# design 1

<file path="config.mk">
export PLATFORM = sky130hd
export DESIGN_NAME = led_seq_ctrl
export DESIGN_NICKNAME = d
export VERILOG_FILES = /design/src/rtl/led_seq_ctrl.sv
export SDC_FILE = /design/constraint.sdc
export NUM_CORES = 1
export LEC_CHECK = 0
export CAP_MARGIN = 20
export CORE_AREA = 2 2 100 102
export DETAILED_ROUTE_END_ITERATION = 7
export DIE_AREA = 0 0 102 104
export MAX_ROUTING_LAYER = met4
export PLACE_DENSITY = 0.74
export SYNTH_ARGS = -nofsm -noshare
export SYNTH_HDL_FRONTEND = slang
export SYNTH_SLANG_ARGS = --single-unit
</file>
<file path="constraint.sdc">
create_clock -name CLK -period 1.65 [get_ports CLK]
set_input_delay 0.2475 -clock CLK [delete_from_list [all_inputs] [get_ports CLK]]
set_output_delay 0.2475 -clock CLK [all_outputs]
set_load 0.1 [all_outputs]
</file>
<file path="src/rtl/led_seq_ctrl.sv">
// LED step sequencer: debounced buttons drive an OFF/RUN/PAUSE FSM stepping an 8-entry LED pattern.
// Latency: press event ~2^DB_BITS+2 cycles after a raw press; LEDs/STEP 1 cycle after the index moves.
// Backpressure: none; button events are consumed the cycle they occur and outputs are free-running.
module led_seq_ctrl #(
  parameter int DB_BITS   = 16,
  parameter int LOG2DELAY = 22
) (
  input  logic       CLK,
  input  logic       RST_N,
  input  logic       BTN_N,
  input  logic       BTN1,
  input  logic       BTN2,
  input  logic       BTN3,
  output logic       LED1,
  output logic       LED2,
  output logic       LED3,
  output logic       LED4,
  output logic       LED5,
  output logic [1:0] MODE,
  output logic       STEP
);

  typedef enum logic [1:0] {
    S_OFF   = 2'b00,
    S_RUN   = 2'b01,
    S_PAUSE = 2'b10
  } state_t;

  // All buttons normalised to active-high "pressed": bit0 run/pause, bit1 up, bit2 down, bit3 step/reverse
  logic [3:0] raw;
  logic [3:0] sync1;
  logic [3:0] sync2;
  logic [3:0] press;

  assign raw = {BTN3, BTN2, BTN1, ~BTN_N};

  // Two-flop synchroniser; left unreset so a button held through reset is seen as held immediately
  always_ff @(posedge CLK) begin
    sync1 <= raw;
    sync2 <= sync1;
  end

  for (genvar g = 0; g < 4; g++) begin : g_db
    logic [DB_BITS-1:0] cnt;
    logic               stab;
    logic               arm;
    logic               evt;

    // Debounce: count while input differs from the stable value, accept at saturation.
    // arm is only set once the button has been seen released, so a press held over reset is ignored.
    always_ff @(posedge CLK) begin
      if (!RST_N) begin
        cnt  <= '0;
        stab <= 1'b0;
        arm  <= 1'b0;
        evt  <= 1'b0;
      end else begin
        evt <= 1'b0;
        if (!sync2[g]) arm <= 1'b1;
        if (sync2[g] == stab) begin
          cnt <= '0;
        end else if (&cnt) begin
          stab <= sync2[g];
          cnt  <= '0;
          evt  <= sync2[g] & arm;
        end else begin
          cnt <= cnt + DB_BITS'(1);
        end
      end
    end

    assign press[g] = evt;
  end

  function automatic logic [4:0] pat_of(input logic [2:0] i);
    case (i)
      3'd0:    pat_of = 5'b00001;
      3'd1:    pat_of = 5'b01000;
      3'd2:    pat_of = 5'b00010;
      3'd3:    pat_of = 5'b00100;
      3'd4:    pat_of = 5'b10001;
      3'd5:    pat_of = 5'b11000;
      3'd6:    pat_of = 5'b10010;
      default: pat_of = 5'b10100;
    endcase
  endfunction

  state_t               state;
  logic [1:0]           speed;
  logic [2:0]           idx;
  logic                 dir;
  logic [LOG2DELAY-1:0] presc;
  logic                 step_d;
  logic [4:0]           led_q;

  logic                 spd_inc;
  logic                 spd_dec;
  logic                 speed_chg;
  logic [LOG2DELAY-1:0] presc_tc;
  logic                 tick;
  logic                 btn3_ok;
  logic                 do_step;

  // Simultaneous up/down cancel; a run/pause event in the same cycle swallows step/reverse
  assign spd_inc   = press[1] & ~press[2];
  assign spd_dec   = press[2] & ~press[1];
  assign speed_chg = (spd_inc && speed != 2'd3) || (spd_dec && speed != 2'd0);
  assign presc_tc  = {LOG2DELAY{1'b1}} >> speed;
  assign tick      = (state == S_RUN) && (presc == presc_tc);
  assign btn3_ok   = press[3] & ~press[0];
  assign do_step   = tick || ((state == S_PAUSE) && btn3_ok);

  // FSM, speed, prescaler, index and registered outputs
  always_ff @(posedge CLK) begin
    if (!RST_N) begin
      state  <= S_OFF;
      speed  <= 2'd0;
      idx    <= 3'd0;
      dir    <= 1'b0;
      presc  <= '0;
      step_d <= 1'b0;
      led_q  <= 5'b00000;
      MODE   <= 2'b00;
      STEP   <= 1'b0;
    end else begin
      case (state)
        S_OFF:   if (press[0]) state <= S_RUN;
        S_RUN:   if (press[0]) state <= S_PAUSE;
        S_PAUSE: if (press[0]) state <= S_RUN;
        default: state <= S_OFF;
      endcase

      if (spd_inc && speed != 2'd3)      speed <= speed + 2'd1;
      else if (spd_dec && speed != 2'd0) speed <= speed - 2'd1;

      // A speed change restarts the period; otherwise count only while running
      if (speed_chg)            presc <= '0;
      else if (state == S_RUN)  presc <= tick ? '0 : presc + LOG2DELAY'(1);

      if ((state == S_RUN) && btn3_ok) dir <= ~dir;
      if (do_step) idx <= dir ? idx - 3'd1 : idx + 3'd1;

      step_d <= do_step;
      STEP   <= step_d;
      led_q  <= (state == S_OFF) ? 5'b00000 : pat_of(idx);
      MODE   <= state;
    end
  end

  assign {LED1, LED2, LED3, LED4, LED5} = led_q;

endmodule

</file>
==> out/qor.csv <==
metric,value,unit
worst_slack,-0.05946,ns
ys_seq_share,47.95,%
total_power,7.063,mW
setup_violations,19,
failed_checks,setup timing,
area_growth,39.35,%
status,finished with violations,
placed_area,6067,um^2
crit_arrival,2.13,ns
warning_count,36,
htreeDepth,4,
cts_sinks,123,
ios,14,
slew_viol_final,0,
hold_buffers,0,
## report_power, final
| group | switching (mW) | leakage, nW | internal, mW |
|---|---|---|---|
| Combinational | 0.0871 | 1.39 | 0.0710 |
| Clock | 1.32 | 0.300 | 2.57 |
| Sequential | 0.0174 | 1.00 | 3.00 |
## cell usage in the layout (no fill, tap or decap), types with 4 or more instances in the layout
cell,n
dfxtp_2,17
nand4b_1,4
and2_1,10
nand4_1,12
nand3_1,32
dfxtp_1,105
clkdlybuf4s50_1,5
nor2_1,86
mux2i_1,8
clkbuf_16,16
nor4_4,5
xor2_1,36
nor3_1,11
buf_12,8
and3_1,5
a21boi_0,5
bufinv_16,4
xnor2_1,42
nor2_4,8
and4_1,4
nand2b_1,5
nor2b_1,12
clkbuf_8,4
inv_1,24
o21ai_0,6
nand3_2,6
buf_4,83
ha_1,10
nand2_1,34
nor2_2,17
nor4_2,4
## area by class of cell
type                       count  area share [%]
clock buffer                  21           6.417
clock inverter                11           2.326
inverter                      24           1.259
multi-input combinational    410           40.58
sequential                   123           34.76
tap                          133           2.326
timing repair buffer         100           12.33
## timing repair
action,4_1_cts,5_1_grt
endpoints found under the setup margin,33,87
cloned,1,2
gates resized,8,86
setup buffers,3,8
pin swaps,7,23
Design 1, placement by cell class:
Fill, decap, tap and diode cells in gray.
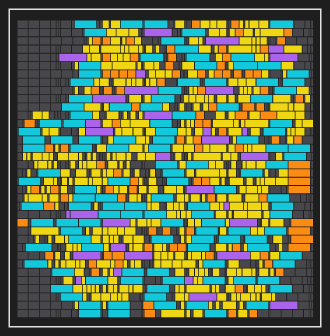
all other logic -> yellow  # cells 434, share of their area 43%
clock drivers and dummy loads -> purple  # cells 32, share of their area 9.0%
other buffers and delay cells -> orange  # cells 100, share of their area 13%
flip-flops -> cyan  # cells 123, share of their area 36%
final core occ: 74.93%
num rows: 36
core area: 9549 um^2
sequential cell area share: 34.76%
final instance area: 7156 um^2


# design 2

==> config.mk <==
export PLATFORM = sky130hd
export DESIGN_NAME = ac_stream_matcher
export DESIGN_NICKNAME = d
export VERILOG_FILES = /design/src/rtl/ac_stream_matcher.sv
export SDC_FILE = /design/constraint.sdc
export NUM_CORES = 1
export LEC_CHECK = 0
export CORE_ASPECT_RATIO = 1.1
export CORE_MARGIN = 10
export CORE_UTILIZATION = 47
export CTS_CLUSTER_DIAMETER = 60
export DETAILED_ROUTE_END_ITERATION = 8
export PLACE_DENSITY = 0.83
export SYNTH_ARGS = -nofsm -noshare
export SYNTH_HDL_FRONTEND = slang
export SYNTH_SLANG_ARGS = --single-unit
==> constraint.sdc <==
create_clock -name CLK -period 3 [get_ports CLK]
set_clock_uncertainty 0.2 [all_clocks]
set_input_delay 0.75 -clock CLK [delete_from_list [all_inputs] [get_ports CLK]]
set_output_delay 0.75 -clock CLK [all_outputs]
set_load 0.1 [all_outputs]
==> src/rtl/ac_stream_matcher.sv <==
// Sequential Aho-Corasick matcher: one character per handshake, one goto entry
// compared per cycle, failure links followed on a full-table miss.
// ROM images are supplied as packed parameters, entry i at bits [i*W +: W].
module ac_stream_matcher #(
  parameter int STATE_W     = 8,
  parameter int CHAR_W      = 4,
  parameter int GOTO_DEPTH  = 32,
  parameter int NUM_ENTRIES = 11,
  parameter int NUM_STATES  = 32,
  parameter logic [GOTO_DEPTH*STATE_W-1:0] GOTO_CUR_INIT = '0,
  parameter logic [GOTO_DEPTH*CHAR_W-1:0]  GOTO_CHR_INIT = '0,
  parameter logic [GOTO_DEPTH*STATE_W-1:0] GOTO_NXT_INIT = '0,
  parameter logic [NUM_STATES*STATE_W-1:0] FAIL_INIT     = '0,
  parameter logic [NUM_STATES-1:0]         OUT_INIT      = '0
) (
  input  logic               CLK,
  input  logic               RST,
  input  logic               CLEAR,
  input  logic               CHAR_VALID,
  input  logic [CHAR_W-1:0]  CHAR_IN,
  output logic               CHAR_READY,
  output logic [STATE_W-1:0] NOW_STATE_OUT,
  output logic               EN_MATCH,
  output logic               RESULT_VALID,
  output logic               FAIL_ERR
);

  localparam int IDX_W  = (GOTO_DEPTH > 1) ? $clog2(GOTO_DEPTH) : 1;
  localparam int STEP_W = $clog2(NUM_STATES) + 1;
  localparam logic [IDX_W-1:0]  LAST_IDX   = IDX_W'(NUM_ENTRIES - 1);
  localparam logic [STEP_W-1:0] STEP_LIMIT = STEP_W'(NUM_STATES);

  typedef enum logic {
    IDLE = 1'b0,
    SCAN = 1'b1
  } fsm_t;

  fsm_t               fsm_r;
  logic [STATE_W-1:0] state_r;
  logic [CHAR_W-1:0]  char_r;
  logic [IDX_W-1:0]   idx_r;
  logic [STEP_W-1:0]  steps_r;
  logic               ready_r;
  logic               result_r;
  logic               match_r;
  logic               fail_err_r;

  logic               hit_s;
  logic [STATE_W-1:0] nxt_s;
  logic [STATE_W-1:0] fail_s;
  logic [STEP_W-1:0]  steps_inc_s;

  // Out-of-range ROM reads never hit and return the root.
  function automatic logic goto_hit(input logic [IDX_W-1:0] i,
                                    input logic [STATE_W-1:0] s,
                                    input logic [CHAR_W-1:0] c);
    logic r;
    if (int'(i) < GOTO_DEPTH) begin
      r = (GOTO_CUR_INIT[int'(i)*STATE_W +: STATE_W] == s) &&
          (GOTO_CHR_INIT[int'(i)*CHAR_W +: CHAR_W] == c);
    end else begin
      r = 1'b0;
    end
    return r;
  endfunction

  function automatic logic [STATE_W-1:0] goto_nxt(input logic [IDX_W-1:0] i);
    logic [STATE_W-1:0] r;
    if (int'(i) < GOTO_DEPTH) begin
      r = GOTO_NXT_INIT[int'(i)*STATE_W +: STATE_W];
    end else begin
      r = '0;
    end
    return r;
  endfunction

  // Failure ROM entry s-1 holds fail(s); state 0 has no failure link.
  function automatic logic [STATE_W-1:0] fail_of(input logic [STATE_W-1:0] s);
    logic [STATE_W-1:0] r;
    if ((s != '0) && (int'(s) <= NUM_STATES)) begin
      r = FAIL_INIT[(int'(s) - 1)*STATE_W +: STATE_W];
    end else begin
      r = '0;
    end
    return r;
  endfunction

  function automatic logic out_flag(input logic [STATE_W-1:0] s);
    logic r;
    if (int'(s) < NUM_STATES) begin
      r = OUT_INIT[int'(s)];
    end else begin
      r = 1'b0;
    end
    return r;
  endfunction

  assign hit_s       = goto_hit(idx_r, state_r, char_r);
  assign nxt_s       = goto_nxt(idx_r);
  assign fail_s      = fail_of(state_r);
  assign steps_inc_s = steps_r + STEP_W'(1);

  // Handshake, table walk and failure-link traversal.
  always_ff @(posedge CLK or negedge RST) begin
    if (!RST) begin
      fsm_r      <= IDLE;
      state_r    <= '0;
      char_r     <= '0;
      idx_r      <= '0;
      steps_r    <= '0;
      ready_r    <= 1'b1;
      result_r   <= 1'b0;
      match_r    <= 1'b0;
      fail_err_r <= 1'b0;
    end else if (CLEAR) begin
      fsm_r    <= IDLE;
      state_r  <= '0;
      idx_r    <= '0;
      steps_r  <= '0;
      ready_r  <= 1'b1;
      result_r <= 1'b0;
      match_r  <= 1'b0;
    end else begin
      result_r <= 1'b0;
      match_r  <= 1'b0;
      case (fsm_r)
        IDLE: begin
          if (CHAR_VALID) begin
            char_r  <= CHAR_IN;
            idx_r   <= '0;
            steps_r <= '0;
            ready_r <= 1'b0;
            fsm_r   <= SCAN;
          end else begin
            ready_r <= 1'b1;
          end
        end
        SCAN: begin
          if (hit_s) begin
            state_r  <= nxt_s;
            idx_r    <= '0;
            fsm_r    <= IDLE;
            ready_r  <= 1'b1;
            result_r <= 1'b1;
            match_r  <= out_flag(nxt_s);
          end else if (idx_r != LAST_IDX) begin
            idx_r <= idx_r + IDX_W'(1);
          end else if (state_r == '0) begin
            idx_r    <= '0;
            fsm_r    <= IDLE;
            ready_r  <= 1'b1;
            result_r <= 1'b1;
          end else if (steps_inc_s >= STEP_LIMIT) begin
            // Failure chain never reached the root: give up and flag it.
            fail_err_r <= 1'b1;
            state_r    <= '0;
            idx_r      <= '0;
            fsm_r      <= IDLE;
            ready_r    <= 1'b1;
            result_r   <= 1'b1;
          end else begin
            state_r <= fail_s;
            idx_r   <= '0;
            steps_r <= steps_inc_s;
          end
        end
        default: begin
          fsm_r   <= IDLE;
          ready_r <= 1'b1;
        end
      endcase
    end
  end

  assign CHAR_READY    = ready_r;
  assign NOW_STATE_OUT = state_r;
  assign EN_MATCH      = match_r;
  assign RESULT_VALID  = result_r;
  assign FAIL_ERR      = fail_err_r;

endmodule

Design 2, cell outlines without signal wires:
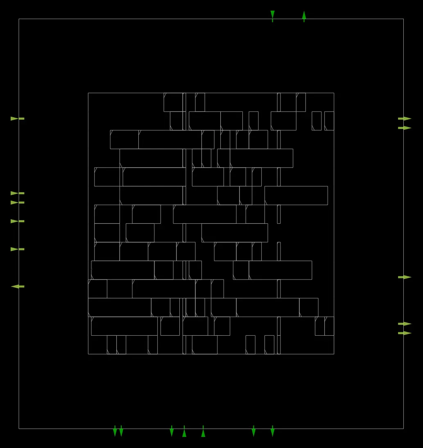
n_taps: 16
Final Non-Filler Cells: 89
seq_cells: 13
num rows: 14
Layout fillers: 130

==> cells in the mapped netlist <==
library cell	instances	share of area (%)
dfrtp_1	12	44
buf_4	9	10
nand2_1	7	3.9
mux2_2	4	6.7
inv_1	3	1.7
nand3_1	3	2.2
clkbuf_1	2	1.1
ha_1	2	3.7
o211ai_1	2	2.2
o21ai_0	2	1.5
and3_1	1	0.93
conb_1	1	0.56
dfstp_2	1	3.9
nand2b_1	1	0.93
nand4_1	1	0.93
nand4b_1	1	1.3
nor2b_1	1	0.93
nor3_1	1	0.74
nor3_2	1	1.5
o21a_1	1	1.1
o21ai_1	1	0.74
o311ai_4	1	3.9
o31a_1	1	1.3
or2_2	1	0.93
or4_4	1	1.7
xor2_1	1	1.3
==> power by group <==
group / switching [mW] / internal (mW)
clock: 0.0554 / 0.0515
combinational: 0.0854 / 0.0311
sequential: 0.0117 / 0.195
==> registers in the layout (all words and copies together), names as in the netlist <==
name / count
idx_r: 5
char_r: 4
CHAR_READY: 1
FAIL_ERR: 1
RESULT_VALID: 1
fsm_r: 1
==> out/qor.csv <==
metric,value,unit
xor_share,1.296,%
grt_max_degree,14,
yosys.area_share.simple,15.93,%
placed_area,743.2,um^2
total_power,429.7,uW
fin_nets,84,
htreeDepth,1,
hold_path.class,flip-flop to flip-flop,
required,2.05,ns
top_logic_kind,simple AND/OR/NAND/NOR gates,
final.setup.tns,0,ns
dr.pass1.iters,2,
min_period,2.032,ns
tritoncts,yes,
numSynthFlops,13,
crit_buf_inv,1,
maxSlewHeadroom,58.92,%
final_cell_area,769.5,um^2
clkSlewWorstSetupHoldPaths,0.08,ns
cts_buffer_depth,2,
io_buffers,10,
startpoint,CHAR_READY,
vias,452,
status,finished clean,
buf_share,12.03,%
synth_cell_types,26,
utilization,56.32,%
clkbuf_count,4,

# design 3

Design 3, placement by cell class:
Fill, decap, tap and diode cells in gray.
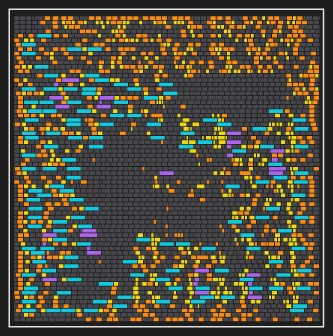
Design 3, cell outlines without signal wires:
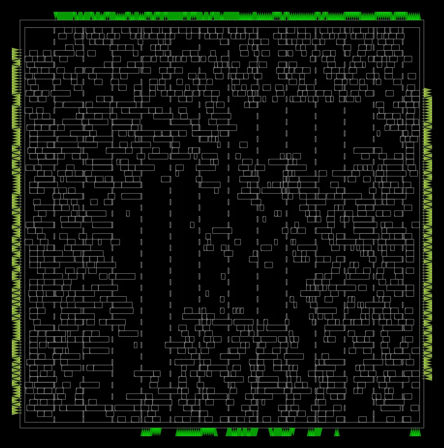
--- config.mk ---
export PLATFORM = sky130hd
export DESIGN_NAME = mem_port_arbiter
export DESIGN_NICKNAME = d
export VERILOG_FILES = /design/src/rtl/tinker_pkg.sv /design/src/rtl/arb_lat_counter.sv /design/src/rtl/mem_port_arbiter.sv
export SDC_FILE = /design/constraint.sdc
export NUM_CORES = 1
export LEC_CHECK = 0
export CAP_MARGIN = 20
export CORE_AREA = 2 2 190 192
export DETAILED_ROUTE_END_ITERATION = 8
export DIE_AREA = 0 0 192 194
export GPL_TIMING_DRIVEN = 0
export PLACE_DENSITY_LB_ADDON = 0.12
export SYNTH_ARGS = -nofsm -noshare
export SYNTH_HDL_FRONTEND = slang
export SYNTH_SLANG_ARGS = --single-unit
--- constraint.sdc ---
create_clock -name clk -period 4.9 [get_ports clk]
set_input_delay 0.98 -clock clk [delete_from_list [all_inputs] [get_ports clk]]
set_output_delay 0.98 -clock clk [all_outputs]
set_load 0.05 [all_outputs]
--- src/rtl/tinker_pkg.sv ---
// Shared types and widths for the tinker_core memory port arbiter.
// Holds the arbiter FSM state and transaction owner encodings.
package tinker_pkg;

    localparam int INSTR_W = 32;
    localparam int WORD_W  = 64;

    typedef enum logic [1:0] {
        IDLE,
        ACCESS,
        WAIT,
        RESP
    } arb_state_t;

    typedef enum logic {
        OWN_FETCH,
        OWN_DATA
    } arb_owner_t;

endpackage

--- src/rtl/arb_lat_counter.sv ---
// Loadable down-counter for the arbiter WAIT state.
// o_done fires on the last enabled cycle of the loaded count.
module arb_lat_counter #(
    parameter int W = 3
) (
    input  logic         clk,
    input  logic         reset,
    input  logic         i_load,
    input  logic [W-1:0] i_load_val,
    input  logic         i_en,
    output logic         o_done
);

    logic [W-1:0] r_cnt;

    always_ff @(posedge clk or posedge reset) begin
        if (reset) begin
            r_cnt <= '0;
        end else if (i_load) begin
            r_cnt <= i_load_val;
        end else if (i_en && (r_cnt != '0)) begin
            r_cnt <= r_cnt - 1'b1;
        end
    end

    assign o_done = i_en && (r_cnt == W'(1));

endmodule

--- src/rtl/mem_port_arbiter.sv ---
// Fetch/data arbiter in front of the unified byte memory, data priority.
// Optional fetch starvation guard: define FETCH_STARVE_GUARD_EN.
module mem_port_arbiter
    import tinker_pkg::*;
#(
    parameter int ADDR_W     = 64,
    parameter int MEM_LAT    = 1,
    parameter int STARVE_MAX = 4
) (
    input  logic                clk,
    input  logic                reset,
    input  logic                if_req_valid,
    output logic                if_req_ready,
    input  logic [ADDR_W-1:0]   if_req_addr,
    output logic                if_rsp_valid,
    output logic [INSTR_W-1:0]  if_rsp_instr,
    input  logic                d_req_valid,
    output logic                d_req_ready,
    input  logic                d_req_we,
    input  logic [ADDR_W-1:0]   d_req_addr,
    input  logic [WORD_W-1:0]   d_req_wdata,
    output logic                d_rsp_valid,
    output logic [WORD_W-1:0]   d_rsp_rdata,
    output logic                d_rsp_err,
    output logic                mem_en,
    output logic                mem_we,
    output logic [ADDR_W-1:0]   mem_addr,
    output logic [WORD_W-1:0]   mem_wdata,
    input  logic [WORD_W-1:0]   mem_rdata,
    output logic                busy
);

    localparam int CNT_W = 3;

    arb_state_t          r_state;
    arb_state_t          w_next;
    arb_owner_t          r_owner;
    logic                r_we;
    logic [ADDR_W-1:0]   r_addr;
    logic [WORD_W-1:0]   r_wdata;
    logic                w_idle;
    logic                w_grant_f;
    logic                w_grant_d;
    logic                w_lat_done;
    logic                w_resp;

    assign w_idle = (r_state == IDLE) && !reset;

`ifdef FETCH_STARVE_GUARD_EN
    logic [2:0] r_starve;
    logic       w_force;

    assign w_force   = (r_starve >= 3'(STARVE_MAX));
    assign w_grant_f = if_req_valid && (!d_req_valid || w_force);

    always_ff @(posedge clk or posedge reset) begin
        if (reset) begin
            r_starve <= '0;
        end else if (w_idle && w_grant_f) begin
            r_starve <= '0;
        end else if (w_idle && w_grant_d && if_req_valid
                     && (r_starve != 3'd7)) begin
            r_starve <= r_starve + 3'd1;
        end
    end
`else
    assign w_grant_f = if_req_valid && !d_req_valid;
`endif

    assign w_grant_d    = d_req_valid && !w_grant_f;
    assign if_req_ready = w_idle && w_grant_f;
    assign d_req_ready  = w_idle && w_grant_d;

    always_ff @(posedge clk or posedge reset) begin
        if (reset) begin
            r_state <= IDLE;
        end else begin
            r_state <= w_next;
        end
    end

    // Request fields stay put until the next handshake.
    always_ff @(posedge clk or posedge reset) begin
        if (reset) begin
            r_owner <= OWN_FETCH;
            r_we    <= 1'b0;
            r_addr  <= '0;
            r_wdata <= '0;
        end else if (d_req_ready) begin
            r_owner <= OWN_DATA;
            r_we    <= d_req_we;
            r_addr  <= d_req_addr;
            r_wdata <= d_req_wdata;
        end else if (if_req_ready) begin
            r_owner <= OWN_FETCH;
            r_we    <= 1'b0;
            r_addr  <= if_req_addr;
            r_wdata <= '0;
        end
    end

    arb_lat_counter #(
        .W (CNT_W)
    ) u_lat (
        .clk        (clk),
        .reset      (reset),
        .i_load     (r_state == ACCESS),
        .i_load_val (CNT_W'(MEM_LAT - 1)),
        .i_en       (r_state == WAIT),
        .o_done     (w_lat_done)
    );

    always_comb begin
        w_next       = r_state;
        w_resp       = 1'b0;
        mem_en       = 1'b0;
        mem_we       = 1'b0;
        mem_addr     = r_addr;
        mem_wdata    = r_wdata;
        busy         = (r_state != IDLE);
        if_rsp_valid = 1'b0;
        if_rsp_instr = '0;
        d_rsp_valid  = 1'b0;
        d_rsp_rdata  = '0;
        d_rsp_err    = 1'b0;
        unique case (r_state)
            IDLE: begin
                if (if_req_ready || d_req_ready) begin
                    w_next = ACCESS;
                end
            end
            ACCESS: begin
                mem_en = 1'b1;
                mem_we = r_we;
                w_next = (MEM_LAT == 1) ? RESP : WAIT;
            end
            WAIT: begin
                mem_we = r_we;
                if (w_lat_done) begin
                    w_next = RESP;
                end
            end
            RESP: begin
                mem_we = r_we;
                w_resp = 1'b1;
                w_next = IDLE;
            end
            default: w_next = IDLE;
        endcase
        if (w_resp && (r_owner == OWN_FETCH)) begin
            if_rsp_valid = 1'b1;
            if_rsp_instr = mem_rdata[INSTR_W-1:0];
        end
        if (w_resp && (r_owner == OWN_DATA)) begin
            d_rsp_valid = 1'b1;
            d_rsp_rdata = r_we ? '0 : mem_rdata;
            d_rsp_err   = (r_addr[2:0] != 3'd0);
        end
    end

endmodule

==> out/qor.csv <==
metric,value,unit
initialDrtViolationCount,299,
cts_sinks,135,
fa_ha_area_share,1.451,%
numSynthFlops,135,
synth.top_cells.by_count,"dfrtp_1 (135), and2_1 (97), a22o_1 (65)",
maxSlewHeadroom,48.47,%
root_buffer,clkbuf_16,
fin_hold_ws,0.4931,ns
logic_area,3143,um^2
die_w,192,um
routed_wirelength,34440,um
syn_avg_cell_area,10.91,um^2
antenna_found_initial,0,
status,finished clean,
htreeDepth,4,
critPathKind,input pin to output port,
yosys_area,6898,um^2
total_power,9.160,mW
clk_latency,0.44,ns
Notes on 'placement by cell class' of design 3 above:
all other logic -> yellow  # cells 429, share of their area 25%
other buffers and delay cells -> orange  # cells 561, share of their area 43%
clock drivers and dummy loads -> purple  # cells 32, share of their area 4.9%
flip-flops -> cyan  # cells 135, share of their area 27%
sequential cell area share: 25.86%
core area: 35220 um^2
final core occ: 37.08%
num rows: 69
final instance area: 13060 um^2

Notes on 'cell outlines without signal wires' of design 3 above:
Final Non-Filler Cells: 1619
seq_cells: 135
n_taps: 461
Layout fillers: 3563

## worst paths after layout
kind                       slack [ns]        endpoint  cells past startpoint          from
max                              0.71     d_req_ready                      7         reset
min                              0.49    mem_addr[15]                      1  mem_addr[15]
max reg2reg                      2.75    mem_addr[24]                      6    r_state[0]
min reg2reg                      0.49    mem_addr[15]                      1  mem_addr[15]
max in group asynchronous        2.76    mem_wdata[4]                      4         reset
min in group asynchronous        1.21  u_lat.r_cnt[2]                      2         reset
## routing by layer
metal	vias to the layer above	track usage, %	routed length [um]
met3	18	5.683	2776
met5	-	0	0
met2	288	29.24	16030
li1	3381	-	-
met1	3418	23.90	15180
met4	0	5.033	444
## cell type report
class	instances	share of cell area (%)
sequential	135	25.86
multi-input combinational	421	24.06
clock inverter	15	1.456
timing repair buffer	493	38.01
antenna	1	0.01916
inverter	8	0.2586
buffer	68	2.654
tap	461	4.416
clock buffer	17	3.257
## stage by stage
step                      area [um^2]  cells  util (%)
after floorplan                  6902    632         -
after global placement          12380   1583     35.16
after detailed placement        12440   1586     35.33
after CTS                       13060   1618     37.07
after global routing            13060   1618     37.07
final                           13060   1619     37.08

# design 4

File: src/rtl/apb_pkg.sv
// Shared APB definitions for the slave register file and its bus master.
//   apb_state_e : transfer FSM states (IDLE, SETUP, ACCESS)
//   APB_DATA_W  : data bus width in bits
//   APB_STRB_W  : number of byte strobes on the data bus
package apb_pkg;

  localparam int APB_DATA_W = 32;
  localparam int APB_STRB_W = 4;

  typedef enum logic [1:0] {
    IDLE   = 2'd0,
    SETUP  = 2'd1,
    ACCESS = 2'd2
  } apb_state_e;

endpackage

File: src/rtl/apb_slave_regfile_if.sv
// APB bus bundle between a master and apb_slave_regfile.
//   psel/penable/pwrite/paddr/pwdata : request from the master
//   pstrb                            : byte strobes (only with APB_SLV_STRB_EN)
//   prdata/pready/pslverr            : response from the slave
// Optional feature macro: APB_SLV_STRB_EN adds pstrb.
interface apb_slave_regfile_if #(
  parameter int ADDR_W = 32
);
  import apb_pkg::*;

  logic                  psel;
  logic                  penable;
  logic                  pwrite;
  logic [ADDR_W-1:0]     paddr;
  logic [APB_DATA_W-1:0] pwdata;
`ifdef APB_SLV_STRB_EN
  logic [APB_STRB_W-1:0] pstrb;
`endif
  logic [APB_DATA_W-1:0] prdata;
  logic                  pready;
  logic                  pslverr;

`ifdef APB_SLV_STRB_EN
  modport master (output psel, penable, pwrite, paddr, pwdata, pstrb,
                  input  prdata, pready, pslverr);
  modport slave  (input  psel, penable, pwrite, paddr, pwdata, pstrb,
                  output prdata, pready, pslverr);
`else
  modport master (output psel, penable, pwrite, paddr, pwdata,
                  input  prdata, pready, pslverr);
  modport slave  (input  psel, penable, pwrite, paddr, pwdata,
                  output prdata, pready, pslverr);
`endif

endinterface

File: src/rtl/apb_slv_regs.sv
// DEPTH x 32-bit register array with byte-lane write enables.
//   clk, rst_n : clock, asynchronous active-low reset (clears every register)
//   we         : commit a write this cycle
//   wstrb      : byte lanes to update when we=1
//   idx        : register index used for both write and read
//   wdata      : write data
//   rdata      : combinational read of regs[idx]
module apb_slv_regs
  import apb_pkg::*;
#(
  parameter int DEPTH = 16
) (
  input  logic                     clk,
  input  logic                     rst_n,
  input  logic                     we,
  input  logic [APB_STRB_W-1:0]    wstrb,
  input  logic [$clog2(DEPTH)-1:0] idx,
  input  logic [APB_DATA_W-1:0]    wdata,
  output logic [APB_DATA_W-1:0]    rdata
);

  logic [APB_DATA_W-1:0] regs_q [DEPTH];
  logic [APB_DATA_W-1:0] regs_d [DEPTH];

  always_comb begin
    regs_d = regs_q;
    if (we) begin
      for (int b = 0; b < APB_STRB_W; b++) begin
        if (wstrb[b]) regs_d[idx][8*b +: 8] = wdata[8*b +: 8];
      end
    end
  end

  always_ff @(posedge clk or negedge rst_n) begin
    if (!rst_n) begin
      for (int i = 0; i < DEPTH; i++) regs_q[i] <= '0;
    end else begin
      regs_q <= regs_d;
    end
  end

  assign rdata = regs_q[idx];

endmodule

File: src/rtl/apb_slave_regfile.sv
// APB slave register file with programmable wait states, address error
// reporting and a sticky master protocol-violation flag.
//   pclk             : clock, rising edge
//   prst             : asynchronous active-low reset
//   bus              : APB slave modport (request in, prdata/pready/pslverr out)
//   protocol_err     : sticky flag, set on a master protocol violation
//   protocol_err_clr : synchronous clear of protocol_err (a same-cycle
//                      violation wins)
// Optional feature macro: APB_SLV_STRB_EN (byte strobes on writes).
module apb_slave_regfile
  import apb_pkg::*;
#(
  parameter int DEPTH       = 16,
  parameter int ADDR_W      = 32,
  parameter int WAIT_CYCLES = 0
) (
  input  logic                pclk,
  input  logic                prst,
  apb_slave_regfile_if.slave  bus,
  output logic                protocol_err,
  input  logic                protocol_err_clr
);

  localparam int IDX_W = $clog2(DEPTH);

  apb_state_e            state_q, state_d;
  logic [3:0]            cnt_q, cnt_d;
  logic [ADDR_W-1:0]     addr_q, addr_d;
  logic                  wr_q, wr_d;
  logic                  perr_q, perr_d;

  logic                  in_xfer, access, pready, err, viol, wr_en;
  logic [IDX_W-1:0]      idx;
  logic [APB_STRB_W-1:0] wstrb;
  logic [APB_DATA_W-1:0] rdata;

  assign idx = addr_q[2 +: IDX_W];
  assign err = (addr_q[1:0] != 2'b00) | (addr_q[ADDR_W-1:2+IDX_W] != '0);

  // SETUP is the state during the master's first penable cycle, so a
  // zero-wait transfer can complete there; ACCESS covers later wait cycles.
  assign in_xfer = (state_q == SETUP) | (state_q == ACCESS);
  assign access  = in_xfer & bus.psel & bus.penable;
  assign pready  = access & (cnt_q == 4'(WAIT_CYCLES));
  assign wr_en   = pready & wr_q & ~err;

`ifdef APB_SLV_STRB_EN
  assign wstrb = bus.pstrb;
`else
  assign wstrb = '1;
`endif

  always_comb begin
    state_d = state_q;
    cnt_d   = cnt_q;
    addr_d  = addr_q;
    wr_d    = wr_q;
    viol    = 1'b0;
    case (state_q)
      IDLE: begin
        // Completion returns here; the next setup cycle is recognised
        // immediately, so back-to-back transfers need no idle bus cycle.
        if (bus.psel && !bus.penable) begin
          state_d = SETUP;
          addr_d  = bus.paddr;
          wr_d    = bus.pwrite;
        end else if (bus.psel && bus.penable) begin
          viol = 1'b1;
        end
      end
      SETUP, ACCESS: begin
        if (!access) begin
          // Master failed to raise penable or abandoned the transfer.
          viol    = 1'b1;
          state_d = IDLE;
          cnt_d   = '0;
        end else if (pready) begin
          state_d = IDLE;
          cnt_d   = '0;
        end else begin
          state_d = ACCESS;
          cnt_d   = cnt_q + 4'd1;
        end
        // Address/direction must hold while waiting; the latched copy is used.
        if (access && !pready && ((bus.paddr != addr_q) || (bus.pwrite != wr_q)))
          viol = 1'b1;
`ifdef APB_SLV_STRB_EN
        if (access && !wr_q && (bus.pstrb != '0)) viol = 1'b1;
`endif
      end
      default: state_d = IDLE;
    endcase
    perr_d = (perr_q & ~protocol_err_clr) | viol;
  end

  always_ff @(posedge pclk or negedge prst) begin
    if (!prst) begin
      state_q <= IDLE;
      cnt_q   <= '0;
      addr_q  <= '0;
      wr_q    <= 1'b0;
      perr_q  <= 1'b0;
    end else begin
      state_q <= state_d;
      cnt_q   <= cnt_d;
      addr_q  <= addr_d;
      wr_q    <= wr_d;
      perr_q  <= perr_d;
    end
  end

  apb_slv_regs #(.DEPTH(DEPTH)) u_regs (
    .clk   (pclk),
    .rst_n (prst),
    .we    (wr_en),
    .wstrb (wstrb),
    .idx   (idx),
    .wdata (bus.pwdata),
    .rdata (rdata)
  );

  assign bus.pready    = pready;
  assign bus.pslverr   = pready & err;
  assign bus.prdata    = (pready && !wr_q && !err) ? rdata : '0;
  assign protocol_err  = perr_q;

endmodule

File: src/flat_wrapper.sv
// flat-port wrapper written by rule: the top's interface ports become plain ports
module apb_slave_regfile_flat import apb_pkg::*;
#(
  parameter int DEPTH       = 16,
  parameter int ADDR_W      = 32,
  parameter int WAIT_CYCLES = 0
)
  (pclk, prst, protocol_err, protocol_err_clr, bus_psel, bus_penable, bus_pwrite, bus_paddr, bus_pwdata, bus_prdata, bus_pready, bus_pslverr);
  apb_slave_regfile_if #(.ADDR_W(ADDR_W)) bus_i ();
  input  logic pclk;
  input  logic prst;
  output logic protocol_err;
  input  logic protocol_err_clr;
  input wire logic [$bits(bus_i.psel)-1:0] bus_psel;
  input wire logic [$bits(bus_i.penable)-1:0] bus_penable;
  input wire logic [$bits(bus_i.pwrite)-1:0] bus_pwrite;
  input wire logic [$bits(bus_i.paddr)-1:0] bus_paddr;
  input wire logic [$bits(bus_i.pwdata)-1:0] bus_pwdata;
  output wire logic [$bits(bus_i.prdata)-1:0] bus_prdata;
  output wire logic [$bits(bus_i.pready)-1:0] bus_pready;
  output wire logic [$bits(bus_i.pslverr)-1:0] bus_pslverr;
  assign bus_i.psel = bus_psel;
  assign bus_i.penable = bus_penable;
  assign bus_i.pwrite = bus_pwrite;
  assign bus_i.paddr = bus_paddr;
  assign bus_i.pwdata = bus_pwdata;
  assign bus_prdata = bus_i.prdata;
  assign bus_pready = bus_i.pready;
  assign bus_pslverr = bus_i.pslverr;
  apb_slave_regfile #(.DEPTH(DEPTH), .ADDR_W(ADDR_W), .WAIT_CYCLES(WAIT_CYCLES)) u_core (.pclk(pclk), .prst(prst), .bus(bus_i), .protocol_err(protocol_err), .protocol_err_clr(protocol_err_clr));
endmodule
File: config.mk
export PLATFORM = sky130hd
export DESIGN_NAME = apb_slave_regfile_flat
export DESIGN_NICKNAME = d
export VERILOG_FILES = /design/src/rtl/apb_pkg.sv /design/src/rtl/apb_slave_regfile_if.sv /design/src/rtl/apb_slv_regs.sv /design/src/rtl/apb_slave_regfile.sv /design/src/flat_wrapper.sv
export SDC_FILE = /design/constraint.sdc
export NUM_CORES = 1
export LEC_CHECK = 0
export CAP_MARGIN = 10
export CELL_PAD_IN_SITES_DETAIL_PLACEMENT = 2
export CELL_PAD_IN_SITES_GLOBAL_PLACEMENT = 2
export CORE_ASPECT_RATIO = 0.8
export CORE_MARGIN = 4
export CORE_UTILIZATION = 45
export DETAILED_ROUTE_END_ITERATION = 8
export GPL_ROUTABILITY_DRIVEN = 0
export PLACE_DENSITY = 0.82
export SLEW_MARGIN = 40
export SYNTH_ARGS = -nofsm -noshare
export SYNTH_HDL_FRONTEND = slang
export SYNTH_SLANG_ARGS = --single-unit
File: constraint.sdc
create_clock -name pclk -period 2.8 [get_ports pclk]
set_input_delay 0.42 -clock pclk [delete_from_list [all_inputs] [get_ports pclk]]
set_output_delay 0.42 -clock pclk [all_outputs]
set_load 0.01 [all_outputs]
Design 4, cell sizes after repair:
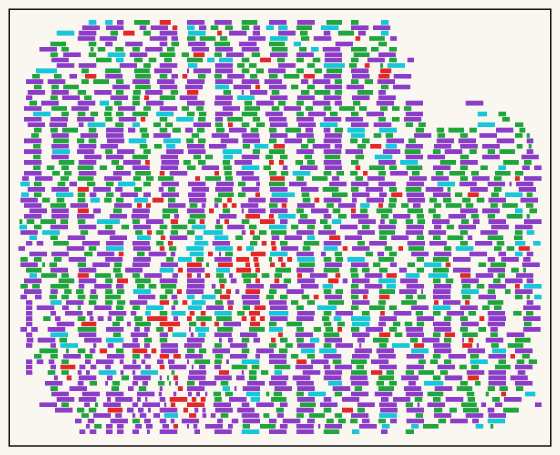
drive 2 -> green  # cells 698, share 39%
drive 6 and up -> cyan  # cells 149, share 8.3%
drive 3 to 4 -> red  # cells 158, share 8.8%
drive 1 or less -> purple  # cells 784, share 44%
synth-to-layout area growth: 21.59%
non-clock buffer count: 251

Design 4, port wiring:
The bar under the picture is 100 um long.
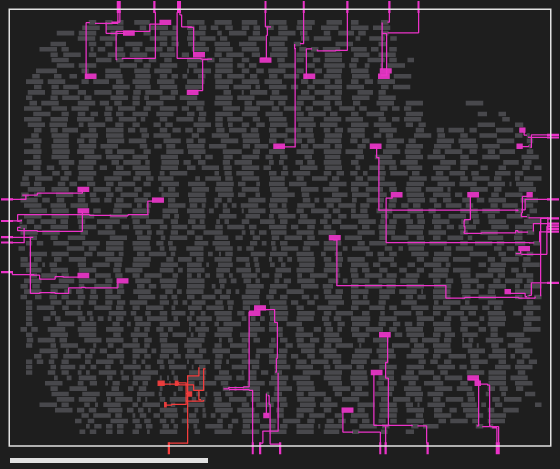
bus_psel -> red  # bits 1, direction input, edge bottom, end cells 4, buffers 2, wire 133 um
bus_prdata -> magenta  # bits 32, direction output, edge 10 top, 9 right, 8 bottom, 5 left, end cells 32, buffers 32, wire 1900 um
IO Count: 105
PortBufs: 104

==> out/qor.csv <==
metric,value,unit
status,finished with violations,
failed_checks,setup timing,
grt_use_total,30.10,%
ant_nets,0,
grt_busiest_layer,met2,
final_cell_area,30670,um^2
routedLengthMet1,36640,um
cts-buffers-inserted,56,
maxCapViolCount,0,
top_logic_kind,multiplexers,
clkbuf_count,80,
synth-async-reset-ratio,100.0,%
setup_violations,32,
first_global_vias,18510,
inverters,5,
antennaDiodeCount,0,
yosysTopAreaCell,dfrtp_1,
pwr-share-seq,39.5,%
p_leak,14.53,nW
worst_slack,-0.3288,ns
fa_ha_area_share,0.1984,%
final_layout_size_suffix_gt1_share,56.18,%
switching_share,32.02,%
dominant_cells,registers,
crit_family,buffers and inverters,
power_density,716.7,nW/um^2
initialDrtViolationCount,1080,
crit_buf_inv,4,
seq-cell-share,45.07,%
registers in the layout, summed over array words and instances, names as in the netlist:
| register | flops |
|---|---|
| u_core.cnt_q | 4 |
| u_core.addr_q | 32 |
| u_core.u_regs.regs_q | 512 |
| u_core.wr_q | 1 |
| u_core.state_q | 2 |
| u_core.protocol_err | 1 |
how the worst max path moves through the flow:
stage                      from  slack [ns]  cells after the start              to
3_5_place_dp   u_core.addr_q[1]       -0.28                      7   bus_prdata[0]
2_1_floorplan   u_core.cnt_q[0]        0.32                      8   bus_prdata[0]
3_3_place_gp        bus_penable       -0.21                      7   bus_prdata[0]
5_1_grt        u_core.addr_q[9]       -0.39                      8   bus_prdata[0]
6_report       u_core.addr_q[2]       -0.33                      7  bus_prdata[31]
4_1_cts        u_core.addr_q[2]       -0.25                      7  bus_prdata[31]
cell families (layout without fill, tap and decap cells):
kind of cell | after synthesis | after routing
AND-OR/OR-AND | 107 | 107
XOR/XNOR | 33 | 33
adder cells (fa/ha/maj) | 4 | 4
buffers and inverters | 138 | 354
flip-flops | 552 | 552
multiplexers | 675 | 675
AND/OR/NAND/NOR | 64 | 64

# design 5

## src/rtl/fwd_hazard_unit.sv

```systemverilog
// fwd_hazard_unit: forwarding and hazard unit for the 5-stage MIPS pipeline.
// Lives in ID. Tracks a DEPTH-deep history of in-flight destinations (entry k =
// instruction k+1 stages ahead of ID). It produces registered forward selects
// for EX, combinational compare selects for ID-stage branches, and a one-bubble
// stall request for load-use hazards.
// Optional build macro FWD_BRANCH_STALL_EN: branches whose compare operands are
// not ready in time (ALU result in entry0, or a load in entry1) also stall, and
// the compare selects never pick entry0.
module fwd_hazard_unit #(
    parameter int REG_AW = 5,
    parameter int DEPTH  = 3,
    parameter int SEL_W  = 2
) (
    input  logic              CLK,
    input  logic              RESET,
    input  logic              ISSUE,
    input  logic              FREEZE_IN,
    input  logic [REG_AW-1:0] SRC_A,
    input  logic              SRC_A_VLD,
    input  logic [REG_AW-1:0] SRC_B,
    input  logic              SRC_B_VLD,
    input  logic [REG_AW-1:0] SRC_M,
    input  logic              SRC_M_VLD,
    input  logic [REG_AW-1:0] DST,
    input  logic              DST_VLD,
    input  logic              IS_LOAD,
    input  logic              IS_BRANCH,
    output logic [SEL_W-1:0]  FWD_A_SEL,
    output logic [SEL_W-1:0]  FWD_B_SEL,
    output logic [SEL_W-1:0]  FWD_M_SEL,
    output logic [SEL_W-1:0]  CMP_A_SEL,
    output logic [SEL_W-1:0]  CMP_B_SEL,
    output logic              STALL_REQ
);

`ifdef FWD_BRANCH_STALL_EN
    // entry0 can never feed the ID compare in time; that case stalls instead
    localparam int CMP_LO = 1;
`else
    localparam int CMP_LO = 0;
`endif

    logic [DEPTH-1:0][REG_AW-1:0] dst_q, dst_d;
    logic [DEPTH-1:0]             vld_q, vld_d;
    logic [DEPTH-1:0]             load_q, load_d;
    logic [SEL_W-1:0]             fwd_a_q, fwd_a_d;
    logic [SEL_W-1:0]             fwd_b_q, fwd_b_d;
    logic [SEL_W-1:0]             fwd_m_q, fwd_m_d;
    logic [DEPTH-1:0]             m_a, m_b, m_m;
    logic                         lu_stall, br_stall;

    // Youngest matching entry at or beyond entry lo wins; no match gives 0.
    function automatic logic [SEL_W-1:0] pick(input logic [DEPTH-1:0] m, input int lo);
        logic [SEL_W-1:0] s;
        s = '0;
        for (int k = DEPTH-1; k >= 0; k--)
            if (m[k] && k >= lo) s = SEL_W'(k+1);
        return s;
    endfunction

    // Per-entry match vectors; register 0 never matches.
    always_comb begin
        m_a = '0;
        m_b = '0;
        m_m = '0;
        for (int k = 0; k < DEPTH; k++) begin
            m_a[k] = SRC_A_VLD && vld_q[k] && (dst_q[k] != '0) && (dst_q[k] == SRC_A);
            m_b[k] = SRC_B_VLD && vld_q[k] && (dst_q[k] != '0) && (dst_q[k] == SRC_B);
            m_m[k] = SRC_M_VLD && vld_q[k] && (dst_q[k] != '0) && (dst_q[k] == SRC_M);
        end
    end

    assign lu_stall = ISSUE && load_q[0] && (m_a[0] || m_b[0] || m_m[0]);

    generate
`ifdef FWD_BRANCH_STALL_EN
        if (DEPTH > 1) begin : g_br1
            assign br_stall = ISSUE && IS_BRANCH &&
                              (m_a[0] || m_b[0] || (load_q[1] && (m_a[1] || m_b[1])));
        end else begin : g_br0
            assign br_stall = ISSUE && IS_BRANCH && (m_a[0] || m_b[0]);
        end
`else
        if (1) begin : g_nobr
            assign br_stall = 1'b0;
        end
`endif
    endgenerate

    assign STALL_REQ = lu_stall || br_stall;
    assign CMP_A_SEL = pick(m_a, CMP_LO);
    assign CMP_B_SEL = pick(m_b, CMP_LO);
    assign FWD_A_SEL = fwd_a_q;
    assign FWD_B_SEL = fwd_b_q;
    assign FWD_M_SEL = fwd_m_q;

    // Next history and selects: hold on freeze, bubble on stall, else shift in ID.
    always_comb begin
        dst_d   = dst_q;
        vld_d   = vld_q;
        load_d  = load_q;
        fwd_a_d = fwd_a_q;
        fwd_b_d = fwd_b_q;
        fwd_m_d = fwd_m_q;
        if (!FREEZE_IN) begin
            for (int k = 1; k < DEPTH; k++) begin
                dst_d[k]  = dst_q[k-1];
                vld_d[k]  = vld_q[k-1];
                load_d[k] = load_q[k-1];
            end
            if (STALL_REQ) begin
                vld_d[0]  = 1'b0;
                load_d[0] = 1'b0;
                fwd_a_d   = '0;
                fwd_b_d   = '0;
                fwd_m_d   = '0;
            end else begin
                dst_d[0]  = DST;
                vld_d[0]  = DST_VLD && ISSUE;
                load_d[0] = IS_LOAD && ISSUE;
                fwd_a_d   = ISSUE ? pick(m_a, 0) : '0;
                fwd_b_d   = ISSUE ? pick(m_b, 0) : '0;
                fwd_m_d   = ISSUE ? pick(m_m, 0) : '0;
            end
        end
    end

    // State registers; reset empties the history and clears the EX selects.
    always_ff @(posedge CLK or negedge RESET) begin
        if (!RESET) begin
            dst_q   <= '0;
            vld_q   <= '0;
            load_q  <= '0;
            fwd_a_q <= '0;
            fwd_b_q <= '0;
            fwd_m_q <= '0;
        end else begin
            dst_q   <= dst_d;
            vld_q   <= vld_d;
            load_q  <= load_d;
            fwd_a_q <= fwd_a_d;
            fwd_b_q <= fwd_b_d;
            fwd_m_q <= fwd_m_d;
        end
    end

endmodule

```

## config.mk

```make
export PLATFORM = sky130hd
export DESIGN_NAME = fwd_hazard_unit
export DESIGN_NICKNAME = d
export VERILOG_FILES = /design/src/rtl/fwd_hazard_unit.sv
export SDC_FILE = /design/constraint.sdc
export NUM_CORES = 1
export LEC_CHECK = 0
export ABC_AREA = 1
export CORE_MARGIN = 1
export CORE_UTILIZATION = 46
export CTS_CLUSTER_SIZE = 12
export DETAILED_ROUTE_END_ITERATION = 8
export PLACE_DENSITY_LB_ADDON = 0.05
export SETUP_SLACK_MARGIN = 0.3
export SYNTH_ARGS = -nofsm -noshare
export SYNTH_HDL_FRONTEND = slang
export SYNTH_SLANG_ARGS = --single-unit
```

## constraint.sdc

```tcl
create_clock -name CLK -period 1.5 [get_ports CLK]
set_clock_uncertainty 0.1 [all_clocks]
set_input_delay 0.375 -clock CLK [delete_from_list [all_inputs] [get_ports CLK]]
set_output_delay 0.375 -clock CLK [all_outputs]
set_load 0.05 [all_outputs]
```

==> out/qor.csv <==
metric,value,unit
status,finished with violations,
failed_checks,setup timing,
yosys.area_share.simple,49.78,%
comb_cell_power,1.09,mW
setup_violations,18,
hold_path.class,input pin to asynchronous set/reset pin,
synth-warning-count,0,
ff_count,25,
p_comb_share,46.1,%
nFillCells,228,
maxPowerGroup,combinational cells,
switching_share,41.74,%
layout_top_cell,nand2_1,
warning_count,30,
worst_slew_pin_slew,0.3577,ns
yosys_area,1973,um^2
switchingPower,987.7,uW
worst_slack,-0.9659,ns
hold_viol,0,
top_regs,"dst_q: 15 flops, vld_q: 3 flops",
die_w,67.50,um
==> metal layers <==
layer | share of wire (%) | vias up | global-route usage [%] | wire [um]
met4 | 9.3 | 2 | 20.74 | 1058
met5 | 0.097 | - | 0 | 11
met3 | 14 | 129 | 5.405 | 1606
met2 | 43 | 386 | 66.09 | 4941
met1 | 33 | 1425 | 53.23 | 3745
li1 | - | 1277 | - | -
==> worst max path at each step <==
stage / from / to / cells after the start
2_1_floorplan: dst_q[2] / STALL_REQ / 9
3_3_place_gp: SRC_A[1] / CMP_A_SEL[1] / 11
3_5_place_dp: SRC_A[1] / CMP_A_SEL[1] / 11
4_1_cts: dst_q[1] / STALL_REQ / 9
5_1_grt: dst_q[4] / STALL_REQ / 9
6_report: dst_q[4] / STALL_REQ / 9
==> through the flow <==
step	util (%)	total power, mW	cell area (um^2)	TNS [ns]
2_1_floorplan	-	1.150	1994	-1.047
3_3_place_gp	72.93	1.577	2959	-12.36
3_5_place_dp	72.93	1.593	2959	-12.92
4_1_cts	81.16	2.100	3293	-7.648
5_1_grt	86.40	2.410	3506	-13.98
6_report	86.40	2.366	3506	-14.65
Design 5, cell sizes after repair:
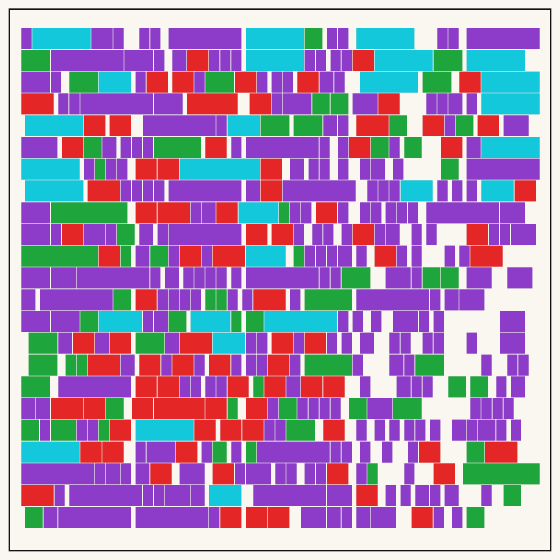
drive 1 or less -> purple  # cells 284, share 62%
drive 6 and up -> cyan  # cells 27, share 5.9%
drive 3 to 4 -> red  # cells 84, share 18%
drive 2 -> green  # cells 64, share 14%

Design 5, cell outlines without signal wires:
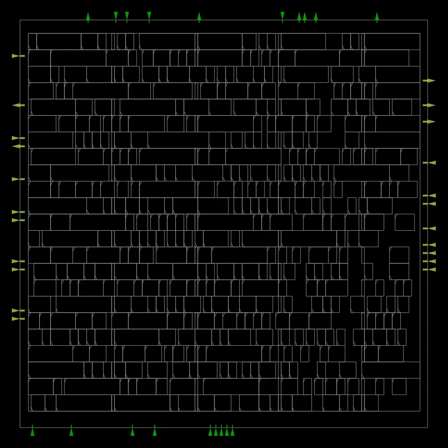
n_taps: 50
sequential cell area share: 17.95%
final core occ: 86.40%

Design 5, port wiring:
The bar under the picture is 20 um long.
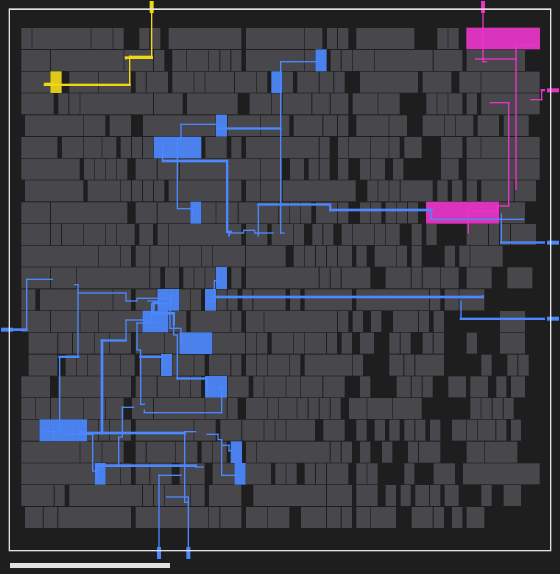
FWD_A_SEL -> magenta  # bits 2, direction output, edge 1 top, 1 right, end cells 2, buffers 2, wire 59.0 um
DST_VLD -> yellow  # bits 1, direction input, edge top, end cells 1, buffers 1, wire 27.1 um
SRC_M -> blue  # bits 5, direction input, edge 2 bottom, 2 right, 1 left, end cells 21, buffers 9, wire 397 um



## Gallery

Port wiring.
panel A
The bar under the picture is 50 um long.
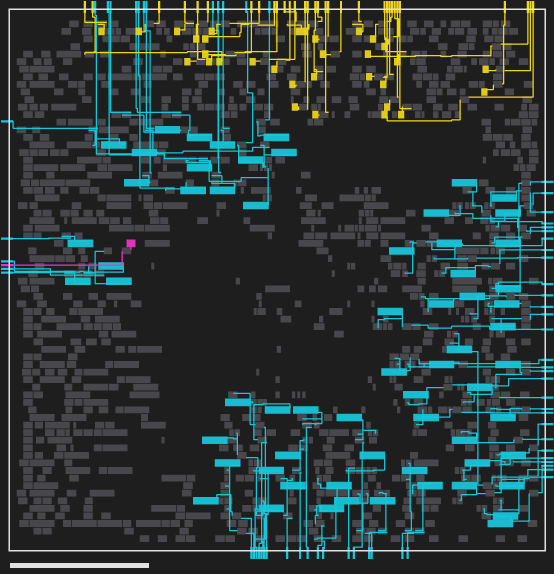
panel B
The bar under the picture is 20 um long.
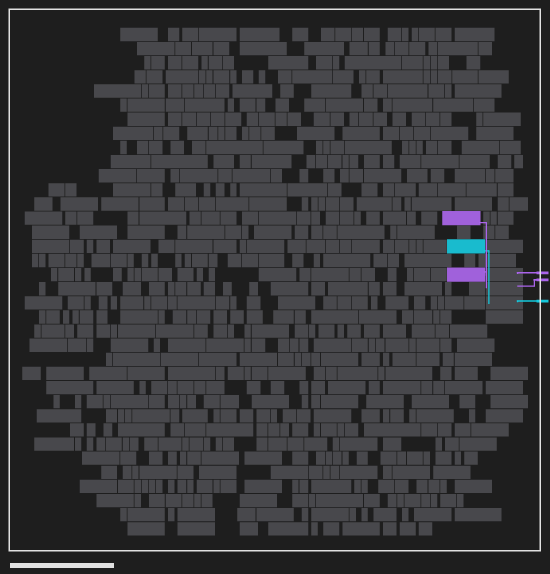
panel C
The bar under the picture is 20 um long.
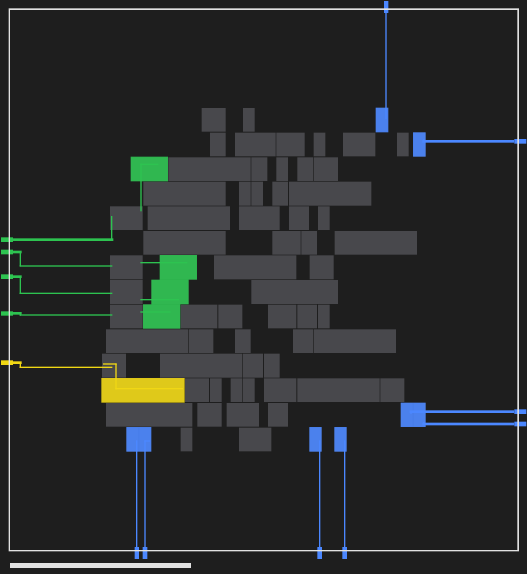
Panel B comes from design 1.
Panel A comes from design 3.
Panel C comes from design 2.
Of these, fewest cells: panel C
Of these, smallest die: panel C

No activity file was given, so power comes from the tool's default toggle rates.
